######## design 1 ########
===== config.mk =====
export PLATFORM = sky130hd
export DESIGN_NAME = dmem_stbuf
export DESIGN_NICKNAME = d
export VERILOG_FILES = /design/src/rtl/dmem_stbuf.sv
export SDC_FILE = /design/constraint.sdc
export NUM_CORES = 2
export LEC_CHECK = 0
export ABC_AREA = 1
export CAP_MARGIN = 10
export CORE_MARGIN = 5
export CORE_UTILIZATION = 60
export DETAILED_ROUTE_END_ITERATION = 6
export MAX_ROUTING_LAYER = met4
export PLACE_DENSITY = 0.75
export SYNTH_ARGS = -nofsm -noshare
export SYNTH_HDL_FRONTEND = slang
export SYNTH_SLANG_ARGS = --single-unit

===== constraint.sdc =====
create_clock -name clk -period 14.65 [get_ports clk]
set_input_delay 2.93 -clock clk [delete_from_list [all_inputs] [get_ports clk]]
set_output_delay 2.93 -clock clk [all_outputs]
set_load 0.02 [all_outputs]

===== src/rtl/dmem_stbuf.sv =====
// Data memory (64 x 32) with an optional 4-entry store buffer and load forwarding.
// Define DMEM_STBUF_FWD_EN to include the store buffer; otherwise stores write straight through.
module dmem_stbuf (
  input  logic        clk,
  input  logic        reset,
  input  logic        memwrite,
  input  logic [31:0] addr,
  input  logic [31:0] writedata,
  output logic [31:0] readdata,
  output logic [2:0]  sb_count,
  output logic        sb_full
);

  logic [31:0] r_mem [64];
  logic [5:0]  w_idx;
  logic        w_unused;

  assign w_idx    = addr[7:2];
  assign w_unused = &{1'b0, addr[31:8], addr[1:0]};

`ifdef DMEM_STBUF_FWD_EN

  logic [5:0]  r_sb_idx  [4];
  logic [31:0] r_sb_data [4];
  logic [3:0]  r_sb_valid;
  logic [1:0]  r_head;
  logic [1:0]  r_tail;
  logic [2:0]  r_count;
  logic        w_full;
  logic        w_drain;
  logic        w_enq;
  logic [1:0]  w_slot;
  logic [31:0] w_rdata;

  assign w_full  = (r_count == 3'd4);
  assign w_enq   = memwrite;
  // A store never stalls: when full, the head drains in the same edge the new store lands.
  assign w_drain = memwrite ? w_full : (r_count != 3'd0);

  // NOTE: sequential state uses non-blocking assignments so every register samples pre-edge values.
  always_ff @(posedge clk) begin
    if (reset) begin
      r_head     <= 2'd0;
      r_tail     <= 2'd0;
      r_count    <= 3'd0;
      r_sb_valid <= 4'b0000;
    end else begin
      if (w_drain) begin
        r_sb_valid[r_head] <= 1'b0;
        r_head             <= r_head + 2'd1;
      end
      if (w_enq) begin
        r_sb_valid[r_tail] <= 1'b1;
        r_tail             <= r_tail + 2'd1;
      end
      if (w_enq && !w_drain)
        r_count <= r_count + 3'd1;
      else if (!w_enq && w_drain)
        r_count <= r_count - 3'd1;
    end
  end

  // NOTE: payload storage is deliberately not reset; the valid bits alone qualify it.
  always_ff @(posedge clk) begin
    if (!reset && w_enq) begin
      r_sb_idx[r_tail]  <= w_idx;
      r_sb_data[r_tail] <= writedata;
    end
  end

  always_ff @(posedge clk) begin
    if (!reset && w_drain)
      r_mem[r_sb_idx[r_head]] <= r_sb_data[r_head];
  end

  // Scan oldest to youngest so the youngest matching entry wins.
  // NOTE: every always_comb output gets a default first so no latch is inferred.
  always_comb begin
    w_rdata = r_mem[w_idx];
    w_slot  = r_head;
    for (int k = 0; k < 4; k++) begin
      w_slot = r_head + 2'(k);
      if (r_sb_valid[w_slot] && (r_sb_idx[w_slot] == w_idx))
        w_rdata = r_sb_data[w_slot];
    end
  end

  assign readdata = w_rdata;
  assign sb_count = r_count;
  assign sb_full  = w_full;

`else

  always_ff @(posedge clk) begin
    if (!reset && memwrite)
      r_mem[w_idx] <= writedata;
  end

  assign readdata = r_mem[w_idx];
  assign sb_count = 3'd0;
  assign sb_full  = 1'b0;

`endif

endmodule

### Routing congestion, design 1

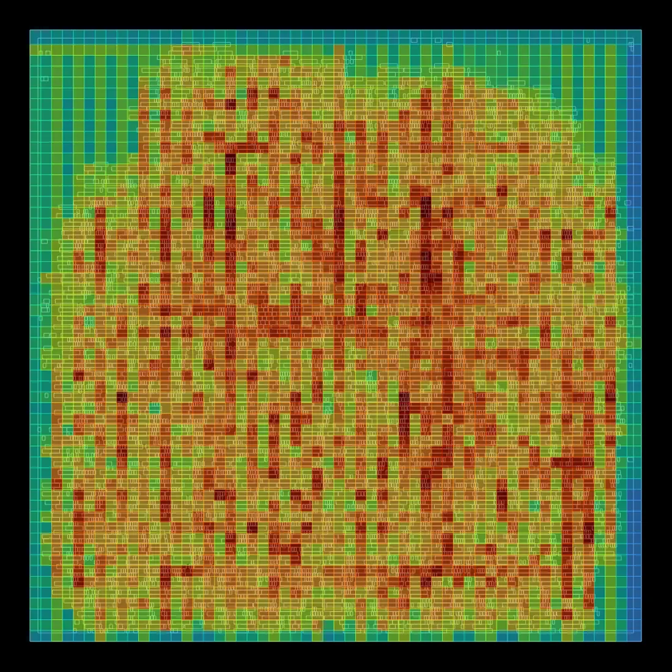
Final Util: 0.660
WL/cell: 21.2 um
Top Usage Layer GRT: met2
GRT Util Overall: 0.296
met2 GRT Util: 0.462

==> reports/qor.csv <==
metric;value;unit
total die size;151000;um2
Worst Hold Depth;1;
final setup fails;0;
Critical Path Slowest Stage Cell;buf_4;
Clk pwr share;0.401;
fin area;94500;um2
most frequent cells in the layout;5,728 x nand2_1, 2,048 x edfxtp_1, 202 x clkbuf_16;
initial antenna violation count;11;
final global-route overflow total;0;
Worst Hold Slack;2.71;ns
required time worst endpoint;11.72;ns
met3 WL;23000;um
Top reg by flops;r_mem;
vias per inst;5.61;
GR Util met1;0.395;
final hold vios;0;
status;completed;
I/O Buffers;72;
placed insts;10084;
top cell type's share of synthesized area;0.715;
CTS resizes;0;
Layout area overhead;9.84;%
Flop pwr share;0.538;
cell taking the most area after synthesis;edfxtp_1;
setup TNS;0;ns
Multi-In Gates;5913;
Avg Inst Size Synth;10.2;um2
top_reg_cell synth;edfxtp_1;
Critical Setup Path Class;input port to primary output;
met1 wire length;85500;um
Top cell excl fill/tap;nand2_1;
final net count;8449;
logic share of the area;0.242;
CP most frequent cell;nand2_1;
num sequential;2048;
power per cell area;127;nW/um2
DR top layer;met4;
post-synthesis sequential element count;2048;
## power by group through the flow
stage	combinational [mW]	clock (mW)	sequential, mW
global route	0.805	5.12	6.47
CTS	0.723	4.87	6.48
finish	0.733	4.83	6.48
floorplan	0.433	0	6.60
global placement	0.701	0	6.60
detailed placement	0.718	0	6.60
## logic make-up after synthesis
group,after synthesis,share of synthesized area
and+or+nand+nor,5897,0.258
DFF,2048,0.715
buffers and inverters,456,0.0262
AOI/OAI and AO/OA,12,0.000843
other,1,0.0000436

######## design 2 ########
### Sequential cells grouped by signal name, design 2

Scale bar: 20 um.
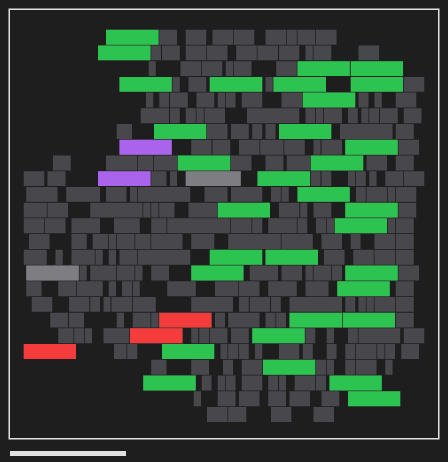
### Routed metal, one color a layer, design 2

Scale bar: 20 um. Only two layers are drawn.
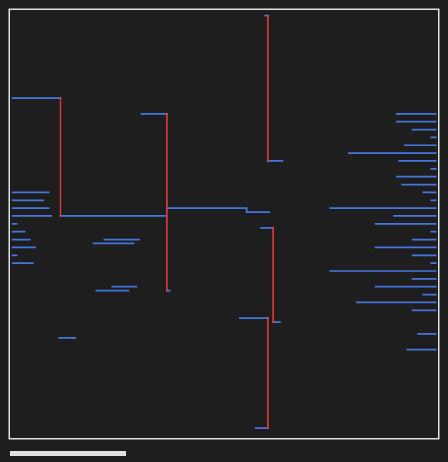
<file path="config.mk">
export PLATFORM = sky130hd
export DESIGN_NAME = ring_buff_drain
export DESIGN_NICKNAME = d
export VERILOG_FILES = /design/src/rtl/pkg_en.sv /design/src/rtl/ring_buff_drain_oreg.sv /design/src/rtl/ring_buff_drain.sv
export SDC_FILE = /design/constraint.sdc
export NUM_CORES = 1
export LEC_CHECK = 0
export CAP_MARGIN = 20
export CORE_MARGIN = 2
export CORE_UTILIZATION = 38
export DETAILED_ROUTE_END_ITERATION = 12
export GPL_TIMING_DRIVEN = 0
export PLACE_DENSITY = 0.88
export SLEW_MARGIN = 10
export SYNTH_ARGS = -nofsm -noshare
export SYNTH_HDL_FRONTEND = slang
export SYNTH_HIERARCHICAL = 1
export SYNTH_SLANG_ARGS = --single-unit
</file>
<file path="constraint.sdc">
create_clock -name clock -period 1.45 [get_ports clock]
set_input_delay 0.2175 -clock clock [delete_from_list [all_inputs] [get_ports clock]]
set_output_delay 0.2175 -clock clock [all_outputs]
set_load 0.05 [all_outputs]
</file>
<file path="src/rtl/pkg_en.sv">
// Shared types for the ring-buffer drain controller and its stall-aware output register.
package pkg_en;

  typedef logic [31:0] FTk_t;

  typedef enum logic [1:0] {
    IDLE,
    BURST,
    FLUSH
  } state_t;

endpackage

</file>
<file path="src/rtl/ring_buff_drain_oreg.sv">
// Stall-aware output holding register: captures a token when enabled, clears when
// advancing without a capture, and holds everything while the downstream stalls.
module ring_buff_drain_oreg
  import pkg_en::*;
#(
  parameter type TYPE_FWRD = FTk_t
) (
  input  logic     clock,
  input  logic     reset,
  input  logic     cap_en,
  input  logic     adv,
  input  TYPE_FWRD cap_data,
  output TYPE_FWRD tok,
  output logic     tok_valid
);

  always_ff @(posedge clock or negedge reset) begin
    if (!reset) begin
      tok       <= '0;
      tok_valid <= 1'b0;
    end else if (adv) begin
      if (cap_en) begin
        tok       <= cap_data;
        tok_valid <= 1'b1;
      end else begin
        tok       <= '0;
        tok_valid <= 1'b0;
      end
    end
  end

endmodule

</file>
<file path="src/rtl/ring_buff_drain.sv">
// Reader-side controller for a ring-control buffer: issues read-enables in bursts or
// flush drains and forwards the read data through a nack-stallable output register.
module ring_buff_drain
  import pkg_en::*;
#(
  parameter int  DEPTH_BUFF  = 16,
  parameter int  WIDTH_DEPTH = $clog2(DEPTH_BUFF),
  parameter int  BURST_LEN   = 4,
  parameter type TYPE_FWRD   = FTk_t
) (
  input  logic                 clock,
  input  logic                 reset,
  input  logic                 I_Empty,
  input  logic [WIDTH_DEPTH:0] I_Num,
  input  TYPE_FWRD             I_FTk,
  output logic                 O_Re,
  input  logic                 I_Flush,
  input  logic                 I_Nack,
  output TYPE_FWRD             O_FTk,
  output logic                 O_Valid,
  output logic                 O_Busy,
  output logic                 O_BurstDone,
  output logic                 O_FlushDone
);

  if (BURST_LEN < 1 || BURST_LEN > DEPTH_BUFF) begin : gen_bad_burst_len
    $error("BURST_LEN must lie in 1..DEPTH_BUFF");
  end

  localparam int                    CntW     = $clog2(BURST_LEN + 1);
  localparam logic [CntW-1:0]       CntLoad  = CntW'(BURST_LEN);
  localparam logic [CntW-1:0]       CntOne   = CntW'(1);
  localparam logic [WIDTH_DEPTH:0]  BurstNum = (WIDTH_DEPTH + 1)'(BURST_LEN);

  state_t          state_q, state_d;
  logic [CntW-1:0] cnt_q, cnt_d;
  logic            flush_pend_q, flush_pend_d;
  logic            adv;
  logic            rd_en;

  assign adv   = !O_Valid || !I_Nack;
  assign rd_en = adv && !I_Empty && (state_q == BURST || state_q == FLUSH);
  assign O_Re  = rd_en;
  assign O_Busy = (state_q != IDLE);

  always_ff @(posedge clock or negedge reset) begin
    if (!reset) begin
      state_q      <= IDLE;
      cnt_q        <= '0;
      flush_pend_q <= 1'b0;
    end else begin
      state_q      <= state_d;
      cnt_q        <= cnt_d;
      flush_pend_q <= flush_pend_d;
    end
  end

  always_comb begin
    state_d      = state_q;
    cnt_d        = cnt_q;
    flush_pend_d = flush_pend_q || I_Flush;
    O_BurstDone  = 1'b0;
    O_FlushDone  = 1'b0;
    unique case (state_q)
      IDLE: begin
        if (flush_pend_q || I_Flush) begin
          state_d      = FLUSH;
          flush_pend_d = 1'b0;
        end else if (I_Num >= BurstNum) begin
          state_d = BURST;
          cnt_d   = CntLoad;
        end
      end
      BURST: begin
        // An empty buffer only pauses the burst; it finishes once all reads are issued.
        if (rd_en) begin
          cnt_d = cnt_q - CntOne;
          if (cnt_q == CntOne) begin
            O_BurstDone = 1'b1;
            if (flush_pend_d) begin
              state_d      = FLUSH;
              flush_pend_d = 1'b0;
            end else begin
              state_d = IDLE;
            end
          end
        end
      end
      FLUSH: begin
        if (I_Empty && !rd_en) begin
          O_FlushDone  = 1'b1;
          flush_pend_d = 1'b0;
          state_d      = IDLE;
        end
      end
      default: state_d = IDLE;
    endcase
  end

  ring_buff_drain_oreg #(
    .TYPE_FWRD(TYPE_FWRD)
  ) u_oreg (
    .clock    (clock),
    .reset    (reset),
    .cap_en   (rd_en),
    .adv      (adv),
    .cap_data (I_FTk),
    .tok      (O_FTk),
    .tok_valid(O_Valid)
  );

endmodule

</file>
==> reports/qor.csv <==
metric;value;unit
status;finished, violations left;
failing checks;negative setup slack;
Critical Setup Path Class;flop to primary output;
vias in the first global route;1559;
Num CTS Buffers;5;
top_reg_cell synth;dfrtp_1;
first-pass GRT wire length;7060;um
final net count;340;
Final Util;0.679;
bufs w/o clock;102;
final worst setup slack;-0.210;ns
fin area;3210;um2
CTS Sinks;39;
critical-path cell list;inv_2 -> ha_4 -> nand4b_1 -> nor2_4 -> buf_6;
Top cell excl fill/tap;dfrtp_1;
Seq/Total Area, Yosys;0.523;
CP delay by family, top;flip-flops;
setup bufs post-CTS;5;
Critical path origin;state_q[1];
Cell Type Count;36;
clock tree cell share of total cell area;0.0367;
final setup fails;5;
Notes on 'Sequential cells grouped by signal name' of design 2 above:
legend:
  red:
    signal: cnt_q
    sequential_cells: 3
  purple:
    signal: state_q
    sequential_cells: 2
  green:
    signal: u_oreg/tok
    sequential_cells: 32
not colored: 2
seq pwr: 1.57 mW
sequential share of cell area: 0.305

Notes on 'Routed metal, one color a layer' of design 2 above:
legend:
  red:
    layer: metal 4
    wire_length: 112 um
  blue:
    layer: metal 3
    wire_length: 303 um
GRT Util Overall: 0.164
total number of vias: 1,758
Routed WL: 4990 um
WL/cell: 13.9 um

==> where the power goes <==
| part | switching (mW) | internal, mW |
|---|---|---|
| sequential | 0.178 | 1.39 |
| clock | 0.380 | 0.557 |
| combinational | 2.11 | 1.42 |
| total | 2.66 | 3.37 |
==> sequential cells by signal, summed over array words and instances, names as in the netlist <==
name              flops
state_q               2
cnt_q                 3
u_oreg/tok           32
flush_pend_q          1
u_oreg/tok_valid      1
==> cells by family after synthesis <==
kind of cell	after synthesis
mux	3
buf+inv	49
fa+ha+maj	6
simple gates	52
compound gates	45
flops	39

######## design 3 ########
### Placement by cell class, design 3

Scale bar: 20 um.
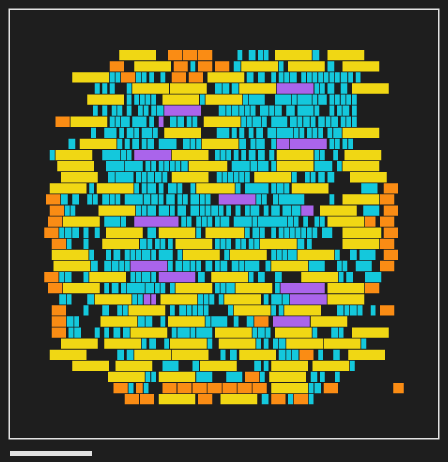
### Routing congestion, design 3

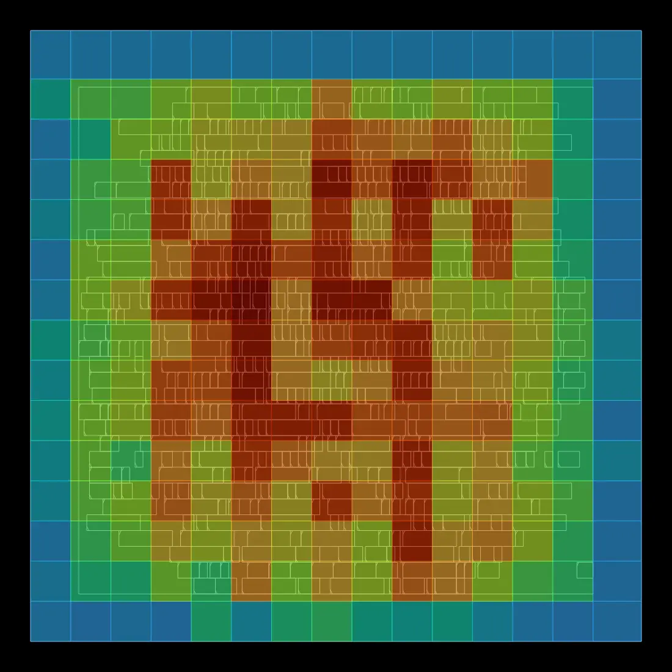
File: src/rtl/seg_scan_driver.sv
// Multiplexed 7-segment scanner with frame-synchronous score updates over a valid/ack handshake.
// Optional leading-zero blanking is enabled by defining SEG_LZ_BLANK_EN.
module seg_scan_driver #(
   parameter int unsigned NUM_DIGITS  = 8,
   parameter int unsigned REFRESH_DIV = 65000
) (
   input  logic                    clk,
   input  logic                    rst,
   input  logic [4*NUM_DIGITS-1:0] bcd_in,
   input  logic                    score_valid,
   output logic                    update_ack,
   output logic [NUM_DIGITS-1:0]   segment_digit,
   output logic [6:0]              segment_data
);

   localparam int unsigned IdxW = (NUM_DIGITS > 1) ? $clog2(NUM_DIGITS) : 1;
   localparam int unsigned DivW = $clog2(REFRESH_DIV);
   localparam logic [IdxW-1:0] LastIdx = IdxW'(NUM_DIGITS - 1);
   localparam logic [DivW-1:0] LastDiv = DivW'(REFRESH_DIV - 1);
   localparam logic [NUM_DIGITS-1:0] FirstDigit = NUM_DIGITS'(1) << (NUM_DIGITS - 1);

   logic [DivW-1:0]         div_q, div_d;
   logic [IdxW-1:0]         idx_q, idx_d;
   logic [4*NUM_DIGITS-1:0] staging_q, staging_d;
   logic [4*NUM_DIGITS-1:0] display_q, display_d;
   logic                    pending_q, pending_d;
   logic                    ack_q, ack_d;
   logic [NUM_DIGITS-1:0]   digit_q, digit_d;
   logic [6:0]              data_q, data_d;
   logic                    tick, load;
   logic [3:0]              nibble;
   logic [6:0]              seg;
`ifdef SEG_LZ_BLANK_EN
   logic                    zero_above, blank;
`endif

   function automatic logic [6:0] decode(input logic [3:0] v);
      case (v)
         4'd0:    decode = 7'h3F;
         4'd1:    decode = 7'h06;
         4'd2:    decode = 7'h5B;
         4'd3:    decode = 7'h4F;
         4'd4:    decode = 7'h66;
         4'd5:    decode = 7'h6D;
         4'd6:    decode = 7'h7D;
         4'd7:    decode = 7'h07;
         4'd8:    decode = 7'h7F;
         4'd9:    decode = 7'h6F;
         default: decode = 7'h00;
      endcase
   endfunction

   always_comb begin
      tick      = (div_q == LastDiv);
      // A frame boundary only commits a value that was pending before this cycle.
      load      = tick && (idx_q == '0) && pending_q;
      div_d     = tick ? '0 : div_q + DivW'(1);
      idx_d     = idx_q;
      if (tick) begin
         idx_d = (idx_q == '0) ? LastIdx : idx_q - IdxW'(1);
      end
      staging_d = score_valid ? bcd_in : staging_q;
      pending_d = score_valid || (pending_q && !load);
      display_d = load ? staging_q : display_q;
      ack_d     = load;

      nibble = '0;
`ifdef SEG_LZ_BLANK_EN
      zero_above = 1'b1;
      blank      = 1'b0;
`endif
      for (int i = int'(NUM_DIGITS) - 1; i >= 0; i--) begin
`ifdef SEG_LZ_BLANK_EN
         zero_above = zero_above && (display_d[4*i +: 4] == 4'd0);
`endif
         if (idx_d == IdxW'(i)) begin
            nibble = display_d[4*i +: 4];
`ifdef SEG_LZ_BLANK_EN
            blank  = zero_above && (i != 0);
`endif
         end
      end
      seg = decode(nibble);
`ifdef SEG_LZ_BLANK_EN
      if (blank) seg = 7'h00;
`endif

      digit_d = tick ? (NUM_DIGITS'(1) << idx_d) : digit_q;
      data_d  = tick ? seg : data_q;
   end

   always_ff @(posedge clk or negedge rst) begin
      if (!rst) begin
         div_q     <= '0;
         idx_q     <= LastIdx;
         staging_q <= '0;
         display_q <= '0;
         pending_q <= 1'b0;
         ack_q     <= 1'b0;
         digit_q   <= FirstDigit;
         data_q    <= '0;
      end else begin
         div_q     <= div_d;
         idx_q     <= idx_d;
         staging_q <= staging_d;
         display_q <= display_d;
         pending_q <= pending_d;
         ack_q     <= ack_d;
         digit_q   <= digit_d;
         data_q    <= data_d;
      end
   end

   assign update_ack    = ack_q;
   assign segment_digit = digit_q;
   assign segment_data  = data_q;

endmodule
File: config.mk
export PLATFORM = sky130hd
export DESIGN_NAME = seg_scan_driver
export DESIGN_NICKNAME = d
export VERILOG_FILES = /design/src/rtl/seg_scan_driver.sv
export SDC_FILE = /design/constraint.sdc
export NUM_CORES = 1
export LEC_CHECK = 0
export ABC_AREA = 1
export CAP_MARGIN = 10
export CORE_MARGIN = 8
export CORE_UTILIZATION = 61
export CTS_BUF_LIST = sky130_fd_sc_hd__clkbuf_16
export CTS_CLUSTER_SIZE = 40
export DETAILED_ROUTE_END_ITERATION = 10
export GPL_ROUTABILITY_DRIVEN = 0
export PLACE_DENSITY = 0.88
export SLEW_MARGIN = 10
export SYNTH_ARGS = -nofsm -noshare
export SYNTH_HDL_FRONTEND = slang
export SYNTH_SLANG_ARGS = --single-unit
File: constraint.sdc
create_clock -name clk -period 9 [get_ports clk]
set_input_delay 1.8 -clock clk [delete_from_list [all_inputs] [get_ports clk]]
set_output_delay 1.8 -clock clk [all_outputs]
set_load 0.01 [all_outputs]
==> reports/qor.csv <==
metric;value;unit
ys async rst share;1.00;
worst slack, placed;5.54;ns
top cells by area, synth;dfrtp_1 50%, nand2_1 14%, inv_1 6.1%, o21ai_0 5.3%, nor2_1 3.0%;
Fmax;0.281;GHz
total number of vias;3953;
final setup fails;0;
fin area;5700;um2
WL/cell;15.1;um
Post-Syn Area;4820;um2
first-pass GRT wire length;19000;um
placed insts;717;
Num CTS Buffers;9;
dpl hpwl;7750;um
Worst-path clk slew;0.07;ns
switching pwr;0.194;mW
top_reg_cell synth;dfrtp_1;
internal power;0.726;mW
R2R depth;22;
most frequent cells in the layout;176 x nand2_1, 96 x dfrtp_1, 79 x inv_1;
clock tree cell share of total cell area;0.0554;
fin crit share;0.395;
maximum clock insertion buffer count;2;
status;completed;
About 'Placement by cell class' of design 3:
legend:
  purple:
    class: clock drivers and dummy loads
    cells: 16
  orange:
    class: other buffers and delay cells
    cells: 51
  cyan:
    class: combinational and other logic
    cells: 464
  yellow:
    class: flops
    cells: 100
Final Util: 0.741
# rows: 32
core area: 7690 um2

About 'Routing congestion' of design 3:
GR Util met1: 0.251
met2 GRT Util: 0.362
Top Usage Layer GRT: met2
GRT Util Overall: 0.210

## final timing paths
kind | to | slack [ns]
worst max-delay path | segment_data[3] | 5.44
worst min-delay path | div_q[0] | 0.46
worst max register to register | segment_data[3] | 5.44
worst min register to register | div_q[0] | 0.46
max in group asynchronous | segment_digit[3] | 6.46
min in group asynchronous | staging_q[23] | 1.43
## metal layers
metal  up-vias  global-route usage  routed length, um
li1       1898                   -                  -
met1      1896               0.251               4580
met2       128               0.362               5680
met3        31              0.0375                507
met4         0              0.0907                286
met5         -                   0                  0

######## design 4 ########
### Routing congestion, design 4

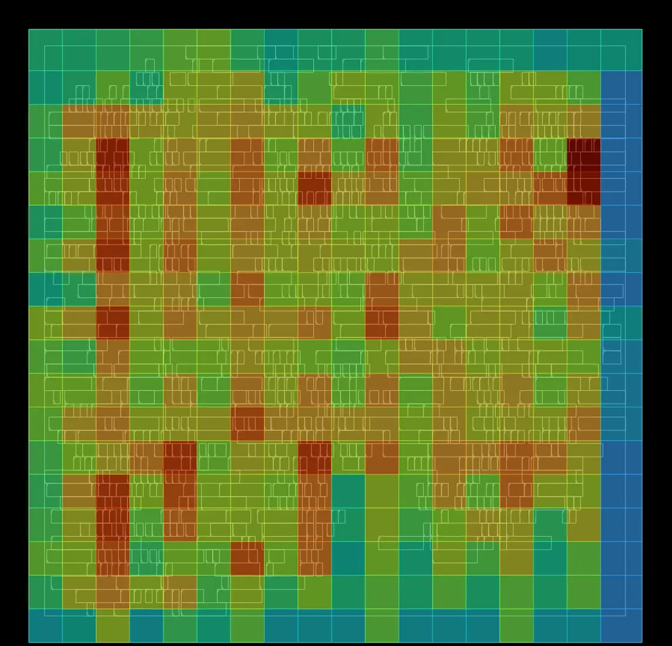
### Gate-type map, design 4

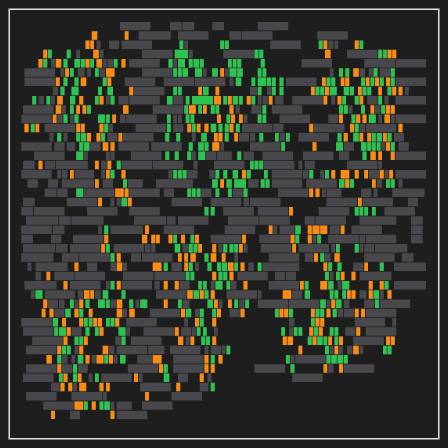
`config.mk`:
```
export PLATFORM = sky130hd
export DESIGN_NAME = loctag_cfg_debounce_flat
export DESIGN_NICKNAME = d
export VERILOG_FILES = /design/src/rtl/loctag_cfg_debounce_if.sv /design/src/rtl/loctag_cfg_debounce.sv /design/src/flat_wrapper.sv
export SDC_FILE = /design/constraint.sdc
export NUM_CORES = 1
export LEC_CHECK = 0
export ABC_AREA = 1
export CORE_MARGIN = 3
export CORE_UTILIZATION = 50
export CTS_CLUSTER_DIAMETER = 50
export DETAILED_ROUTE_END_ITERATION = 16
export HOLD_SLACK_MARGIN = 0.08
export PLACE_DENSITY = 0.68
export SYNTH_ARGS = -nofsm -noshare
export SYNTH_HDL_FRONTEND = slang
export SYNTH_SLANG_ARGS = --single-unit
```
`constraint.sdc`:
```
create_clock -name clk -period 7.8 [get_ports clk]
set_clock_uncertainty 0.1 [all_clocks]
set_input_delay 1.56 -clock clk [delete_from_list [all_inputs] [get_ports clk]]
set_output_delay 1.56 -clock clk [all_outputs]
set_load 0.05 [all_outputs]
```
`src/rtl/loctag_cfg_debounce_if.sv`:
```
// Config pin bundle between the raw board pins and the loctag core.
// The master side drives the raw pins; the slave side (the debouncer)
// returns the decoded, registered configuration.
interface loctag_cfg_debounce_if;
  logic [3:0] key_n;        // {key_1,key_2,key_3,key_4}, active-low, asynchronous
  logic       mio_10;       // mode-override pin, active-high, asynchronous
  logic [1:0] mode;         // decoded mode
  logic [1:0] mac_q;        // decoded MAC query select
  logic [3:0] keys_db;      // debounced key levels, still active-low
  logic       cfg_valid;    // settle window elapsed since reset
  logic       cfg_changed;  // one-cycle pulse on a {mode,mac_q} change once valid

  modport master (
    output key_n, mio_10,
    input  mode, mac_q, keys_db, cfg_valid, cfg_changed
  );

  modport slave (
    input  key_n, mio_10,
    output mode, mac_q, keys_db, cfg_valid, cfg_changed
  );
endinterface

```
`src/rtl/loctag_cfg_debounce.sv`:
```
// Config front end for the loctag core. Synchronizes and debounces the four
// user keys and pin_mio_10, decodes them into registered mode/mac_q, raises
// cfg_valid after a settle window and pulses cfg_changed on decode changes.
module loctag_cfg_debounce #(
  parameter int DEBOUNCE_CYCLES = 500000,  // >= 2
  parameter int SETTLE_CYCLES   = 500000   // >= 1
) (
  input logic                  clk,
  input logic                  reset,
  loctag_cfg_debounce_if.slave cfg
);

  // Five debounced inputs: bits [3:0] are key_n, bit 4 is mio_10.
  localparam int NIN = 5;
  localparam int CW  = $clog2(DEBOUNCE_CYCLES);
  localparam int SW  = (SETTLE_CYCLES > 1) ? $clog2(SETTLE_CYCLES) : 1;

  localparam logic [CW-1:0] CNT_LAST    = CW'(DEBOUNCE_CYCLES - 1);
  localparam logic [SW-1:0] SETTLE_LAST = SW'(SETTLE_CYCLES - 1);

  // Idle pin levels: keys released (high), override pin low.
  localparam logic [NIN-1:0] IDLE_LEVEL = 5'b0_1111;

  logic [NIN-1:0] raw;
  logic [NIN-1:0] sync_q1;
  logic [NIN-1:0] sync_q2;
  logic [NIN-1:0] stable;
  logic [CW-1:0]  cnt [NIN];

  logic [SW-1:0]  settle_cnt;
  logic           valid_q;

  logic           k1, k2, k3, k4;
  logic [1:0]     mode_nxt;
  logic [1:0]     mac_q_nxt;

  logic [1:0]     mode_q;
  logic [1:0]     mac_q_q;
  logic [3:0]     keys_db_q;
  logic           changed_q;

  assign raw = {cfg.mio_10, cfg.key_n};

  // Two-flop synchronizer per pin; nothing sits between the two stages.
  // NOTE: sequential state uses non-blocking (<=) so every flop samples the
  // pre-edge value of its source; blocking here would collapse the two stages.
  always_ff @(posedge clk or posedge reset) begin
    if (reset) begin
      sync_q1 <= IDLE_LEVEL;
      sync_q2 <= IDLE_LEVEL;
    end else begin
      sync_q1 <= raw;
      sync_q2 <= sync_q1;
    end
  end

  // Per-input debounce: a new level must hold DEBOUNCE_CYCLES consecutive
  // cycles; any return to the stable level restarts that input's count.
  // NOTE: the counter array is only five small registers and the restart
  // behaviour depends on it being zero after reset, so it is reset explicitly.
  always_ff @(posedge clk or posedge reset) begin
    if (reset) begin
      stable <= IDLE_LEVEL;
      for (int i = 0; i < NIN; i++) cnt[i] <= '0;
    end else begin
      for (int i = 0; i < NIN; i++) begin
        if (sync_q2[i] == stable[i]) begin
          cnt[i] <= '0;
        end else if (cnt[i] == CNT_LAST) begin
          stable[i] <= sync_q2[i];
          cnt[i]    <= '0;
        end else begin
          cnt[i] <= cnt[i] + 1'b1;
        end
      end
    end
  end

  // Decode the debounced levels; a pressed key 1/2 overrides mio_10.
  // NOTE: every output of this block gets a default first, so no path can
  // leave a value unassigned and infer a latch.
  always_comb begin
    k1        = stable[3];
    k2        = stable[2];
    k3        = stable[1];
    k4        = stable[0];
    mode_nxt  = 2'b00;
    mac_q_nxt = {~k3, ~k4};
    if (!(k1 && k2)) begin
      mode_nxt = {~k1, ~k2};
    end else if (stable[4]) begin
      mode_nxt = 2'b11;
    end
  end

  // Output register; cfg_changed fires with the register update when the
  // decoded configuration moves and the settle window has already passed.
  always_ff @(posedge clk or posedge reset) begin
    if (reset) begin
      mode_q    <= 2'b00;
      mac_q_q   <= 2'b00;
      keys_db_q <= 4'hF;
      changed_q <= 1'b0;
    end else begin
      mode_q    <= mode_nxt;
      mac_q_q   <= mac_q_nxt;
      keys_db_q <= stable[3:0];
      changed_q <= valid_q && ({mode_nxt, mac_q_nxt} != {mode_q, mac_q_q});
    end
  end

  // Settle timer: counts 0..SETTLE_CYCLES-1 after reset, then latches valid
  // and stops until the next reset.
  always_ff @(posedge clk or posedge reset) begin
    if (reset) begin
      settle_cnt <= '0;
      valid_q    <= 1'b0;
    end else if (!valid_q) begin
      if (settle_cnt == SETTLE_LAST) begin
        valid_q <= 1'b1;
      end else begin
        settle_cnt <= settle_cnt + 1'b1;
      end
    end
  end

  assign cfg.mode        = mode_q;
  assign cfg.mac_q       = mac_q_q;
  assign cfg.keys_db     = keys_db_q;
  assign cfg.cfg_valid   = valid_q;
  assign cfg.cfg_changed = changed_q;

endmodule

```
`src/flat_wrapper.sv`:
```
// flat-port wrapper written by rule: the top's interface ports become plain ports
module loctag_cfg_debounce_flat 
#(
  parameter int DEBOUNCE_CYCLES = 500000,         
  parameter int SETTLE_CYCLES   = 500000          
)
  (clk, reset, cfg_key_n, cfg_mio_10, cfg_mode, cfg_mac_q, cfg_keys_db, cfg_cfg_valid, cfg_cfg_changed);
  loctag_cfg_debounce_if cfg_i ();
  input logic clk;
  input logic reset;
  input wire logic [$bits(cfg_i.key_n)-1:0] cfg_key_n;
  input wire logic [$bits(cfg_i.mio_10)-1:0] cfg_mio_10;
  output wire logic [$bits(cfg_i.mode)-1:0] cfg_mode;
  output wire logic [$bits(cfg_i.mac_q)-1:0] cfg_mac_q;
  output wire logic [$bits(cfg_i.keys_db)-1:0] cfg_keys_db;
  output wire logic [$bits(cfg_i.cfg_valid)-1:0] cfg_cfg_valid;
  output wire logic [$bits(cfg_i.cfg_changed)-1:0] cfg_cfg_changed;
  assign cfg_i.key_n = cfg_key_n;
  assign cfg_i.mio_10 = cfg_mio_10;
  assign cfg_mode = cfg_i.mode;
  assign cfg_mac_q = cfg_i.mac_q;
  assign cfg_keys_db = cfg_i.keys_db;
  assign cfg_cfg_valid = cfg_i.cfg_valid;
  assign cfg_cfg_changed = cfg_i.cfg_changed;
  loctag_cfg_debounce #(.DEBOUNCE_CYCLES(DEBOUNCE_CYCLES), .SETTLE_CYCLES(SETTLE_CYCLES)) u_core (.clk(clk), .reset(reset), .cfg(cfg_i));
endmodule
```
==> reports/qor.csv <==
metric;value;unit
setup bufs post-CTS;0;
CP Buf/Inv Count;1;
final worst setup slack;4.41;ns
met2 routed WL;6330;um
Logic cell area;3250;um2
hold crit path type;flop to flop;
internal power;1.26;mW
cell taking the most area after synthesis;dfrtp_1;
Top Usage Layer GRT;met2;
share of layout cells above drive strength 1;0.0716;
required time worst endpoint;6.14;ns
Yosys top cell by instances;nand2_1;
r2r endpoint;u_core.cnt[24];
cell count after synthesis;946;
worst slew pin tran;0.992;ns
startpoint types;flop;
dpl hpwl;9820;um
tap cells;180;
Critical Setup Path Class;flop to primary output;
status;completed;
total number of vias;5744;
count of pins over their slew limit;0;
XORs/XNORs by Area;0.0680;
first-pass GRT wire length;24800;um
Post-Syn Area;7170;um2
simple share;0.344;
clock-net power;0.836;mW
total design power;1.61;mW
H-tree levels;4;
met1 wire length;6820;um
Die Ht;126;um
setup TNS;0;ns
Notes on 'Routing congestion' of design 4 above:
WL/cell: 11.8 um
met2 GRT Util: 0.293
Final Util: 0.585
GR Util met3: 0.0462

Notes on 'Gate-type map' of design 4 above:
legend:
  green:
    family: NAND gates
    cells: 328
    where: spread over the die
  orange:
    family: NOR gates
    cells: 266
    where: spread over the die
Top cell excl fill/tap: nand2_1
logic share of the area: 0.398

[kinds of logic (layout without fill, tap and decap cells)]
logic type / count (synthesis) / count (layout)
fa+ha+maj: 6 / 6
xor+xnor: 54 / 54
simple gates: 597 / 597
flops: 139 / 139
compound gates: 42 / 42
buf+inv: 108 / 153
[flip-flops by register name, summed over array words and instances, names as in the netlist]
register / count
u_core.cfg.cfg_changed: 1
u_core.cfg.cfg_valid: 1
u_core.cfg.keys_db: 4
u_core.cfg.mac_q: 2
u_core.cfg.mode: 2
u_core.cnt: 95
u_core.settle_cnt: 19
u_core.stable: 5
u_core.sync_q1: 5
u_core.sync_q2: 5

######## design 5 ########
### Gate-type map, design 5

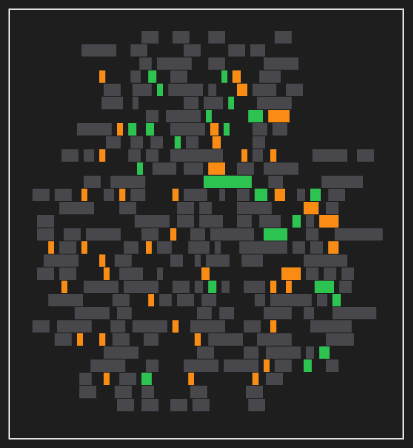
### Routed metal, one color a layer, design 5

Scale bar: 20 um. Only two layers are drawn.
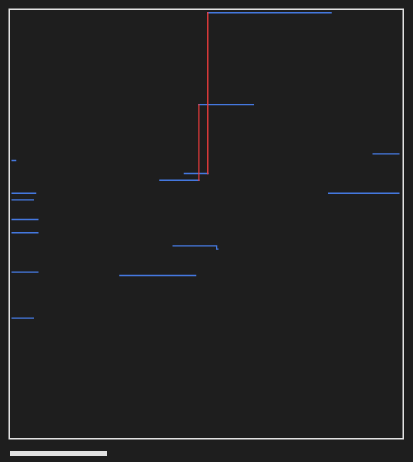
### src/rtl/detector_pkg.sv
// ============================================================================
// detector_pkg : shared constants for the parametrised serial pattern detector
// Revision     : 1.0
// ============================================================================
`default_nettype none

package detector_pkg;

  localparam int   DET_MAX_LEN_DEF = 8;
  localparam int   DET_CNT_W_DEF   = 8;

  localparam logic MODO_SOLAPADO   = 1'b1;
  localparam logic MODO_DISJUNTO   = 1'b0;

endpackage

`default_nettype wire

### src/rtl/detector_secuencia_param_contador.sv
// ============================================================================
// contador_saturado : W-bit up counter that sticks at all-ones; clr beats inc
// Revision          : 1.0
// ============================================================================
`default_nettype none

module contador_saturado #(
  parameter int W = 8
) (
  input  logic         clk,
  input  logic         reset,
  input  logic         inc,
  input  logic         clr,
  output logic [W-1:0] q
);

  logic [W-1:0] q_q;
  logic [W-1:0] q_d;

  always_comb begin
    q_d = q_q;
    if (clr) begin
      q_d = '0;
    end else if (inc && (q_q != '1)) begin
      q_d = q_q + W'(1);
    end
  end

  always_ff @(posedge clk) begin
    if (reset) begin
      q_q <= '0;
    end else begin
      q_q <= q_d;
    end
  end

  assign q = q_q;

endmodule

`default_nettype wire

### src/rtl/detector_secuencia_param.sv
// ============================================================================
// detector_secuencia_param : runtime-loadable serial pattern detector with
//                            overlapping/non-overlapping modes and match count
// Revision                 : 1.0
// ============================================================================
`default_nettype none

module detector_secuencia_param
  import detector_pkg::*;
#(
  parameter int MAX_LEN = DET_MAX_LEN_DEF,
  parameter int CNT_W   = DET_CNT_W_DEF,
  parameter int LEN_W   = $clog2(MAX_LEN + 1)
) (
  input  logic               clk,
  input  logic               reset,
  input  logic               dato,
  input  logic               valido,
  input  logic               cargar,
  input  logic [MAX_LEN-1:0] patron,
  input  logic [LEN_W-1:0]   longitud,
  input  logic               solapado,
  input  logic               limpiar,
  output logic               detectada,
  output logic [CNT_W-1:0]   cuenta
);

  localparam logic [LEN_W-1:0] LEN_MAX = LEN_W'(MAX_LEN);

  logic [MAX_LEN-1:0] patron_q,   patron_d;
  logic [LEN_W-1:0]   longitud_q, longitud_d;
  logic               solapado_q, solapado_d;
  logic [MAX_LEN-1:0] historia_q, historia_d;
  logic [LEN_W-1:0]   llenado_q,  llenado_d;
  logic               detectada_q, detectada_d;

  logic [MAX_LEN-1:0] mascara;
  logic [MAX_LEN-1:0] historia_sig;
  logic [LEN_W-1:0]   llenado_sig;
  logic               habilitado;
  logic               coincide;

  // Only the low longitud_q bits take part in the comparison.
  always_comb begin
    mascara = '0;
    for (int i = 0; i < MAX_LEN; i++) begin
      mascara[i] = (LEN_W'(i) < longitud_q);
    end
  end

  assign historia_sig = {historia_q[MAX_LEN-2:0], dato};
  assign llenado_sig  = (llenado_q == LEN_MAX) ? llenado_q : llenado_q + LEN_W'(1);
  assign habilitado   = (longitud_q != '0) && (longitud_q <= LEN_MAX);

  always_comb begin
    patron_d    = patron_q;
    longitud_d  = longitud_q;
    solapado_d  = solapado_q;
    historia_d  = historia_q;
    llenado_d   = llenado_q;
    detectada_d = 1'b0;
    coincide    = 1'b0;

    if (cargar) begin
      patron_d   = patron;
      longitud_d = longitud;
      solapado_d = solapado;
      historia_d = '0;
      llenado_d  = '0;
    end else if (valido) begin
      historia_d = historia_sig;
      llenado_d  = llenado_sig;
      // The fill guard keeps reset-zero history from matching zero patterns.
      if (habilitado && (llenado_sig >= longitud_q) &&
          (((historia_sig ^ patron_q) & mascara) == '0)) begin
        coincide    = 1'b1;
        detectada_d = 1'b1;
        if (solapado_q == MODO_DISJUNTO) begin
          llenado_d = '0;
        end
      end
    end
  end

  always_ff @(posedge clk) begin
    if (reset) begin
      patron_q    <= '0;
      longitud_q  <= '0;
      solapado_q  <= MODO_SOLAPADO;
      historia_q  <= '0;
      llenado_q   <= '0;
      detectada_q <= 1'b0;
    end else begin
      patron_q    <= patron_d;
      longitud_q  <= longitud_d;
      solapado_q  <= solapado_d;
      historia_q  <= historia_d;
      llenado_q   <= llenado_d;
      detectada_q <= detectada_d;
    end
  end

  assign detectada = detectada_q;

  contador_saturado #(
    .W (CNT_W)
  ) u_contador (
    .clk   (clk),
    .reset (reset),
    .inc   (coincide),
    .clr   (limpiar),
    .q     (cuenta)
  );

endmodule

`default_nettype wire

### config.mk
export PLATFORM = sky130hd
export DESIGN_NAME = detector_secuencia_param
export DESIGN_NICKNAME = d
export VERILOG_FILES = /design/src/rtl/detector_pkg.sv /design/src/rtl/detector_secuencia_param_contador.sv /design/src/rtl/detector_secuencia_param.sv
export SDC_FILE = /design/constraint.sdc
export NUM_CORES = 1
export LEC_CHECK = 0
export ABC_AREA = 0
export CELL_PAD_IN_SITES_DETAIL_PLACEMENT = 1
export CELL_PAD_IN_SITES_GLOBAL_PLACEMENT = 2
export CORE_ASPECT_RATIO = 1.1
export CORE_MARGIN = 4
export CORE_UTILIZATION = 28
export DETAILED_ROUTE_END_ITERATION = 6
export PLACE_DENSITY = 0.73
export REMOVE_ABC_BUFFERS = 1
export SLEW_MARGIN = 20
export SYNTH_ARGS = -nofsm -noshare
export SYNTH_HDL_FRONTEND = slang
export SYNTH_SLANG_ARGS = --single-unit
### constraint.sdc
create_clock -name clk -period 2.5 [get_ports clk]
set_input_delay 0.375 -clock clk [delete_from_list [all_inputs] [get_ports clk]]
set_output_delay 0.375 -clock clk [all_outputs]
set_load 0.02 [all_outputs]
==> reports/qor.csv <==
metric;value;unit
status;finished, violations left;
failing checks;negative setup slack;
Critical path origin;llenado_q[0];
RSZ-0062 raised after global routing;true;
worst slack, placed;-0.350;ns
final worst setup slack;-0.0120;ns
fp util;0.287;
Final GP Congestion;0.771;
DRC Markers;0;
I/O Buffers;27;
met2 routed WL;2220;um
Root Buffer;clkbuf_8;
yosys cell count;184;
final setup fails;2;
aoi share;0.101;
seq pwr;0.553;mW
Top logic family;simple AND/OR/NAND/NOR gates;
setup bufs post-CTS;3;
Notes on 'Gate-type map' of design 5 above:
legend:
  orange:
    family: NOR gates
    cells: 39
  green:
    family: NAND gates
    cells: 22
non-filler cells, final: 303
logic share of the area: 0.452

Notes on 'Routed metal, one color a layer' of design 5 above:
legend:
  red:
    layer: metal 4
    wire_length: 49.0 um
  blue:
    layer: metal 3
    wire_length: 125 um
WL/cell: 14.3 um
GRT Util Overall: 0.130
total number of vias: 1,447
Routed WL: 4340 um

-- area by class of cell --
| type | instances | area, um2 | share of cell area |
|---|---|---|---|
| inverter | 7 | 31.3 | 0.0129 |
| timing repair buffer | 44 | 405 | 0.168 |
| multi-input combinational | 134 | 1090 | 0.452 |
| tap | 77 | 96.3 | 0.0399 |
| clock buffer | 6 | 82.6 | 0.0342 |
| clock inverter | 2 | 37.5 | 0.0155 |
| sequential | 33 | 672 | 0.278 |
-- registers in the layout, summed over array words and instances, names as in the netlist --
register and flops:
longitud_q 4, historia_q 7, patron_q 8, llenado_q 4, solapado_q 1, u_contador.q 8
detectada 1

######## design 6 ########
### Routed metal, one color a layer, design 6

Scale bar: 20 um. Only two layers are drawn.
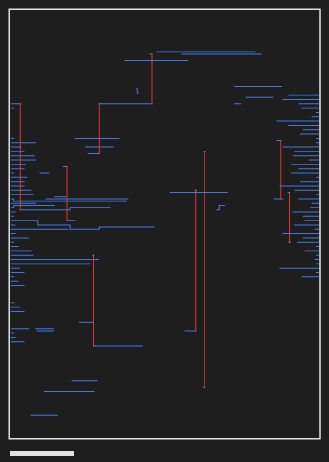
**config.mk**
```make
export PLATFORM = sky130hd
export DESIGN_NAME = synapse_access_ctrl
export DESIGN_NICKNAME = d
export VERILOG_FILES = /design/src/rtl/synapse_access_ctrl.sv
export SDC_FILE = /design/constraint.sdc
export NUM_CORES = 1
export LEC_CHECK = 0
export CORE_ASPECT_RATIO = 1.4
export CORE_MARGIN = 2
export CORE_UTILIZATION = 24
export DETAILED_ROUTE_END_ITERATION = 12
export PLACE_DENSITY_LB_ADDON = 0.25
export SYNTH_ARGS = -nofsm -noshare
export SYNTH_HDL_FRONTEND = slang
export SYNTH_SLANG_ARGS = --single-unit
```
**constraint.sdc**
```tcl
create_clock -name clk -period 7.4 [get_ports clk]
set_clock_uncertainty 0.2 [all_clocks]
set_input_delay 1.48 -clock clk [delete_from_list [all_inputs] [get_ports clk]]
set_output_delay 1.48 -clock clk [all_outputs]
set_load 0.02 [all_outputs]
```
**src/rtl/synapse_access_ctrl.sv**
```systemverilog
// -----------------------------------------------------------------------------
// synapse_access_ctrl
//
// Single-port access controller for the synapse weight memory (WORDS x 32 bit,
// four 8-bit weights per word, byte k of word w holds byte address 4*w+k).
// After reset (or kill) it streams the initial weight table into memory, then
// arbitrates spike-driven weight reads against STDP read-modify-write updates.
// Reads win by default; an STDP request that has been passed over STARVE_LIM
// times in a row takes priority. The memory macro has 1-cycle read latency.
//
// Ports
//   clk, rst          clock, asynchronous active-low reset
//   kill              synchronous restart into the table load
//   init_valid/ready  init word handshake, init_data is the word being loaded
//   init_done         table loaded, arbitration enabled (registered)
//   rd_req/rd_addr    weight read request (byte address), rd_ack accepts it
//   rd_valid/weight   read result, one cycle after rd_ack
//   stdp_req/addr     STDP update request (byte address) with signed delta,
//   stdp_delta        stdp_ack accepts it
//   mem_*             memory port: enable, write enable, word address,
//                     write data, read data (valid the cycle after a read)
// -----------------------------------------------------------------------------
module synapse_access_ctrl #(
  parameter int unsigned WORDS      = 32,
  parameter int unsigned STARVE_LIM = 4
) (
  input  logic        clk,
  input  logic        rst,
  input  logic        kill,
  input  logic        init_valid,
  input  logic [31:0] init_data,
  output logic        init_ready,
  output logic        init_done,
  input  logic        rd_req,
  input  logic [6:0]  rd_addr,
  output logic        rd_ack,
  output logic        rd_valid,
  output logic [7:0]  rd_weight,
  input  logic        stdp_req,
  input  logic [6:0]  stdp_addr,
  input  logic [8:0]  stdp_delta,
  output logic        stdp_ack,
  output logic        mem_en,
  output logic        mem_we,
  output logic [4:0]  mem_addr,
  output logic [31:0] mem_wdata,
  input  logic [31:0] mem_rdata
);

  localparam int unsigned AW = 5;
  localparam int unsigned WW = $clog2(STARVE_LIM + 1);

  typedef enum logic [1:0] {S_INIT, S_IDLE, S_STDP_WR} state_t;

  state_t               state_q, state_d;
  logic [AW-1:0]        init_cnt_q, init_cnt_d;
  logic                 init_done_q, init_done_d;
  logic [WW-1:0]        wait_q, wait_d;
  logic                 rd_valid_q;
  logic [1:0]           rd_sel_q;
  logic [AW-1:0]        upd_word_q;
  logic [1:0]           upd_sel_q;
  logic signed [8:0]    upd_delta_q;

  logic                 stdp_win;
  logic [7:0]           upd_old;
  logic signed [9:0]    upd_sum;
  logic [31:0]          upd_word;

  // Clamp a 10-bit signed sum into the unsigned 8-bit weight range.
  function automatic logic [7:0] sat_u8(input logic signed [9:0] s);
    if (s < 10'sd0)
      return 8'd0;
    else if (s > 10'sd255)
      return 8'hFF;
    else
      return s[7:0];
  endfunction

  // Read-modify-write datapath: mem_rdata carries the word read at the grant.
  always_comb begin
    upd_old  = mem_rdata[{upd_sel_q, 3'b000} +: 8];
    upd_sum  = $signed({2'b00, upd_old}) + $signed({upd_delta_q[8], upd_delta_q});
    upd_word = mem_rdata;
    upd_word[{upd_sel_q, 3'b000} +: 8] = sat_u8(upd_sum);
  end

  always_comb begin
    state_d     = state_q;
    init_cnt_d  = init_cnt_q;
    init_done_d = init_done_q;
    wait_d      = wait_q;
    init_ready  = 1'b0;
    rd_ack      = 1'b0;
    stdp_ack    = 1'b0;
    stdp_win    = 1'b0;
    mem_en      = 1'b0;
    mem_we      = 1'b0;
    mem_addr    = '0;
    mem_wdata   = '0;
    if (kill) begin
      // Port stays quiet so a pending STDP write is dropped.
      state_d     = S_INIT;
      init_cnt_d  = '0;
      init_done_d = 1'b0;
      wait_d      = '0;
    end else begin
      case (state_q)
        S_INIT: begin
          init_ready = 1'b1;
          if (init_valid) begin
            mem_en     = 1'b1;
            mem_we     = 1'b1;
            mem_addr   = init_cnt_q;
            mem_wdata  = init_data;
            init_cnt_d = init_cnt_q + AW'(1);
            if (init_cnt_q == AW'(WORDS - 1)) begin
              state_d     = S_IDLE;
              init_done_d = 1'b1;
            end
          end
          if (!stdp_req) wait_d = '0;
        end
        S_IDLE: begin
          stdp_win = stdp_req && (!rd_req || wait_q == WW'(STARVE_LIM));
          if (stdp_win) begin
            stdp_ack = 1'b1;
            mem_en   = 1'b1;
            mem_addr = stdp_addr[6:2];
            state_d  = S_STDP_WR;
          end else if (rd_req) begin
            rd_ack   = 1'b1;
            mem_en   = 1'b1;
            mem_addr = rd_addr[6:2];
          end
          if (!stdp_req || stdp_win)
            wait_d = '0;
          else if (wait_q != WW'(STARVE_LIM))
            wait_d = wait_q + WW'(1);
        end
        S_STDP_WR: begin
          mem_en    = 1'b1;
          mem_we    = 1'b1;
          mem_addr  = upd_word_q;
          mem_wdata = upd_word;
          state_d   = S_IDLE;
          if (!stdp_req) wait_d = '0;
        end
        default: state_d = S_INIT;
      endcase
    end
  end

  // Control state
  always_ff @(posedge clk or negedge rst) begin
    if (!rst) begin
      state_q     <= S_INIT;
      init_cnt_q  <= '0;
      init_done_q <= 1'b0;
      wait_q      <= '0;
      rd_valid_q  <= 1'b0;
    end else begin
      state_q     <= state_d;
      init_cnt_q  <= init_cnt_d;
      init_done_q <= init_done_d;
      wait_q      <= wait_d;
      rd_valid_q  <= rd_ack;
    end
  end

  // Request capture: byte selects and the update operands
  always_ff @(posedge clk) begin
    if (rd_ack)
      rd_sel_q <= rd_addr[1:0];
    if (stdp_ack) begin
      upd_word_q  <= stdp_addr[6:2];
      upd_sel_q   <= stdp_addr[1:0];
      upd_delta_q <= $signed(stdp_delta);
    end
  end

  // The macro returns data in the cycle after the read, so the weight is
  // steered from the registered byte select and forced to 0 when not valid.
  always_comb begin
    rd_weight = 8'd0;
    if (rd_valid_q)
      rd_weight = mem_rdata[{rd_sel_q, 3'b000} +: 8];
  end

  assign rd_valid  = rd_valid_q;
  assign init_done = init_done_q;

endmodule

```
==> reports/qor.csv <==
metric;value;unit
Seq/Total Area, Yosys;0.288;
total die size;13100;um2
startpoint types;input port;
cell count after synthesis;309;
R2R Path Start;wait_q[1];
final hold vios;0;
I/O Buffers;144;
seq pwr;0.181;mW
placed insts;585;
die width;97.2;um
initial antenna violation count;0;
vias per inst;5.43;
fin crit share;0.894;
MaxCap Viol Count;0;
CP most frequent cell;clkdlybuf4s50_1;
worst slack, placed;0.820;ns
Critical Path Slowest Stage Cell;clkdlybuf4s50_1;
aoi share;0.271;
total design power;0.522;mW
Logic power comb;0.144;mW
vias in the first global route;3283;
Multi-In Gates;248;
status;completed;
Layout area overhead;58.2;%
Top logic family;AND-OR/OR-AND gates;
Notes on 'Routed metal, one color a layer' of design 6 above:
legend:
  blue:
    layer: metal 3
    wire_length: 838 um
  red:
    layer: metal 4
    wire_length: 263 um
Routed WL: 11,800 um
GRT Util Overall: 0.177
total number of vias: 3,219

## path summary, 6_finish.rpt
path,slack [ns],cells after the start,to
max in group asynchronous,5.22,1,state_q[1]
setup reg to reg,5.27,6,upd_sel_q[0]
hold / removal,0.32,2,wait_q[2]
hold reg to reg,0.32,2,wait_q[2]
min in group asynchronous,1.39,1,init_cnt_q[4]
setup / recovery,0.78,12,mem_wdata[11]
## worst register-to-register path, cell delays in order (launching register included)
cell      delay, ns
dfrtp_1        0.40
inv_1          0.06
ha_1           0.13
a21boi_1       0.08
nand2b_1       0.32
nor3_2         0.27
buf_4          0.34


==> notes/layouts.md <==
Pictures saved along the way, in no particular order.

Routing congestion.
Plate I
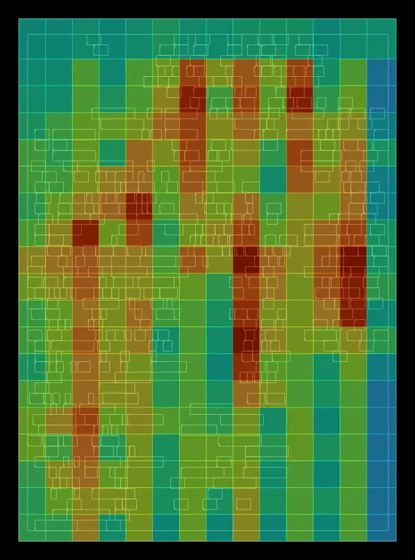
Plate II
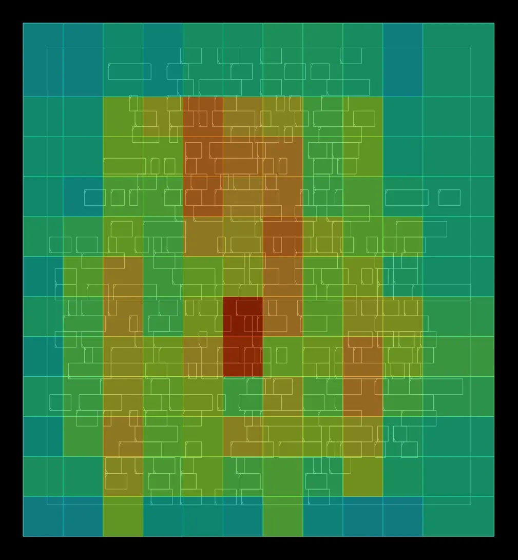
Plate III
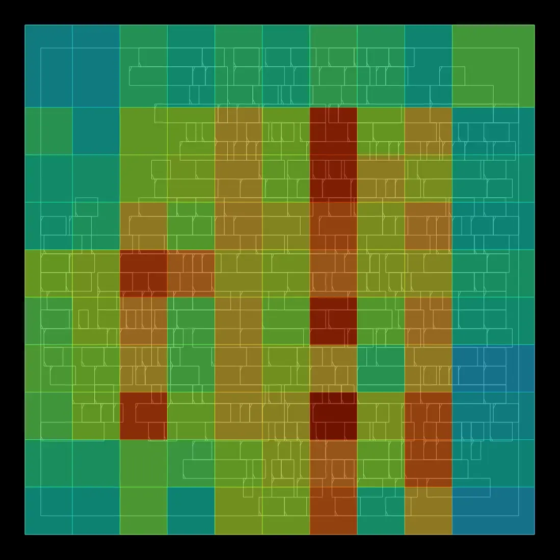
For design 5, see Plate II.
For design 2, see Plate III.
For design 6, see Plate I.

No activity file was given, so power comes from the tool's default toggle rates.
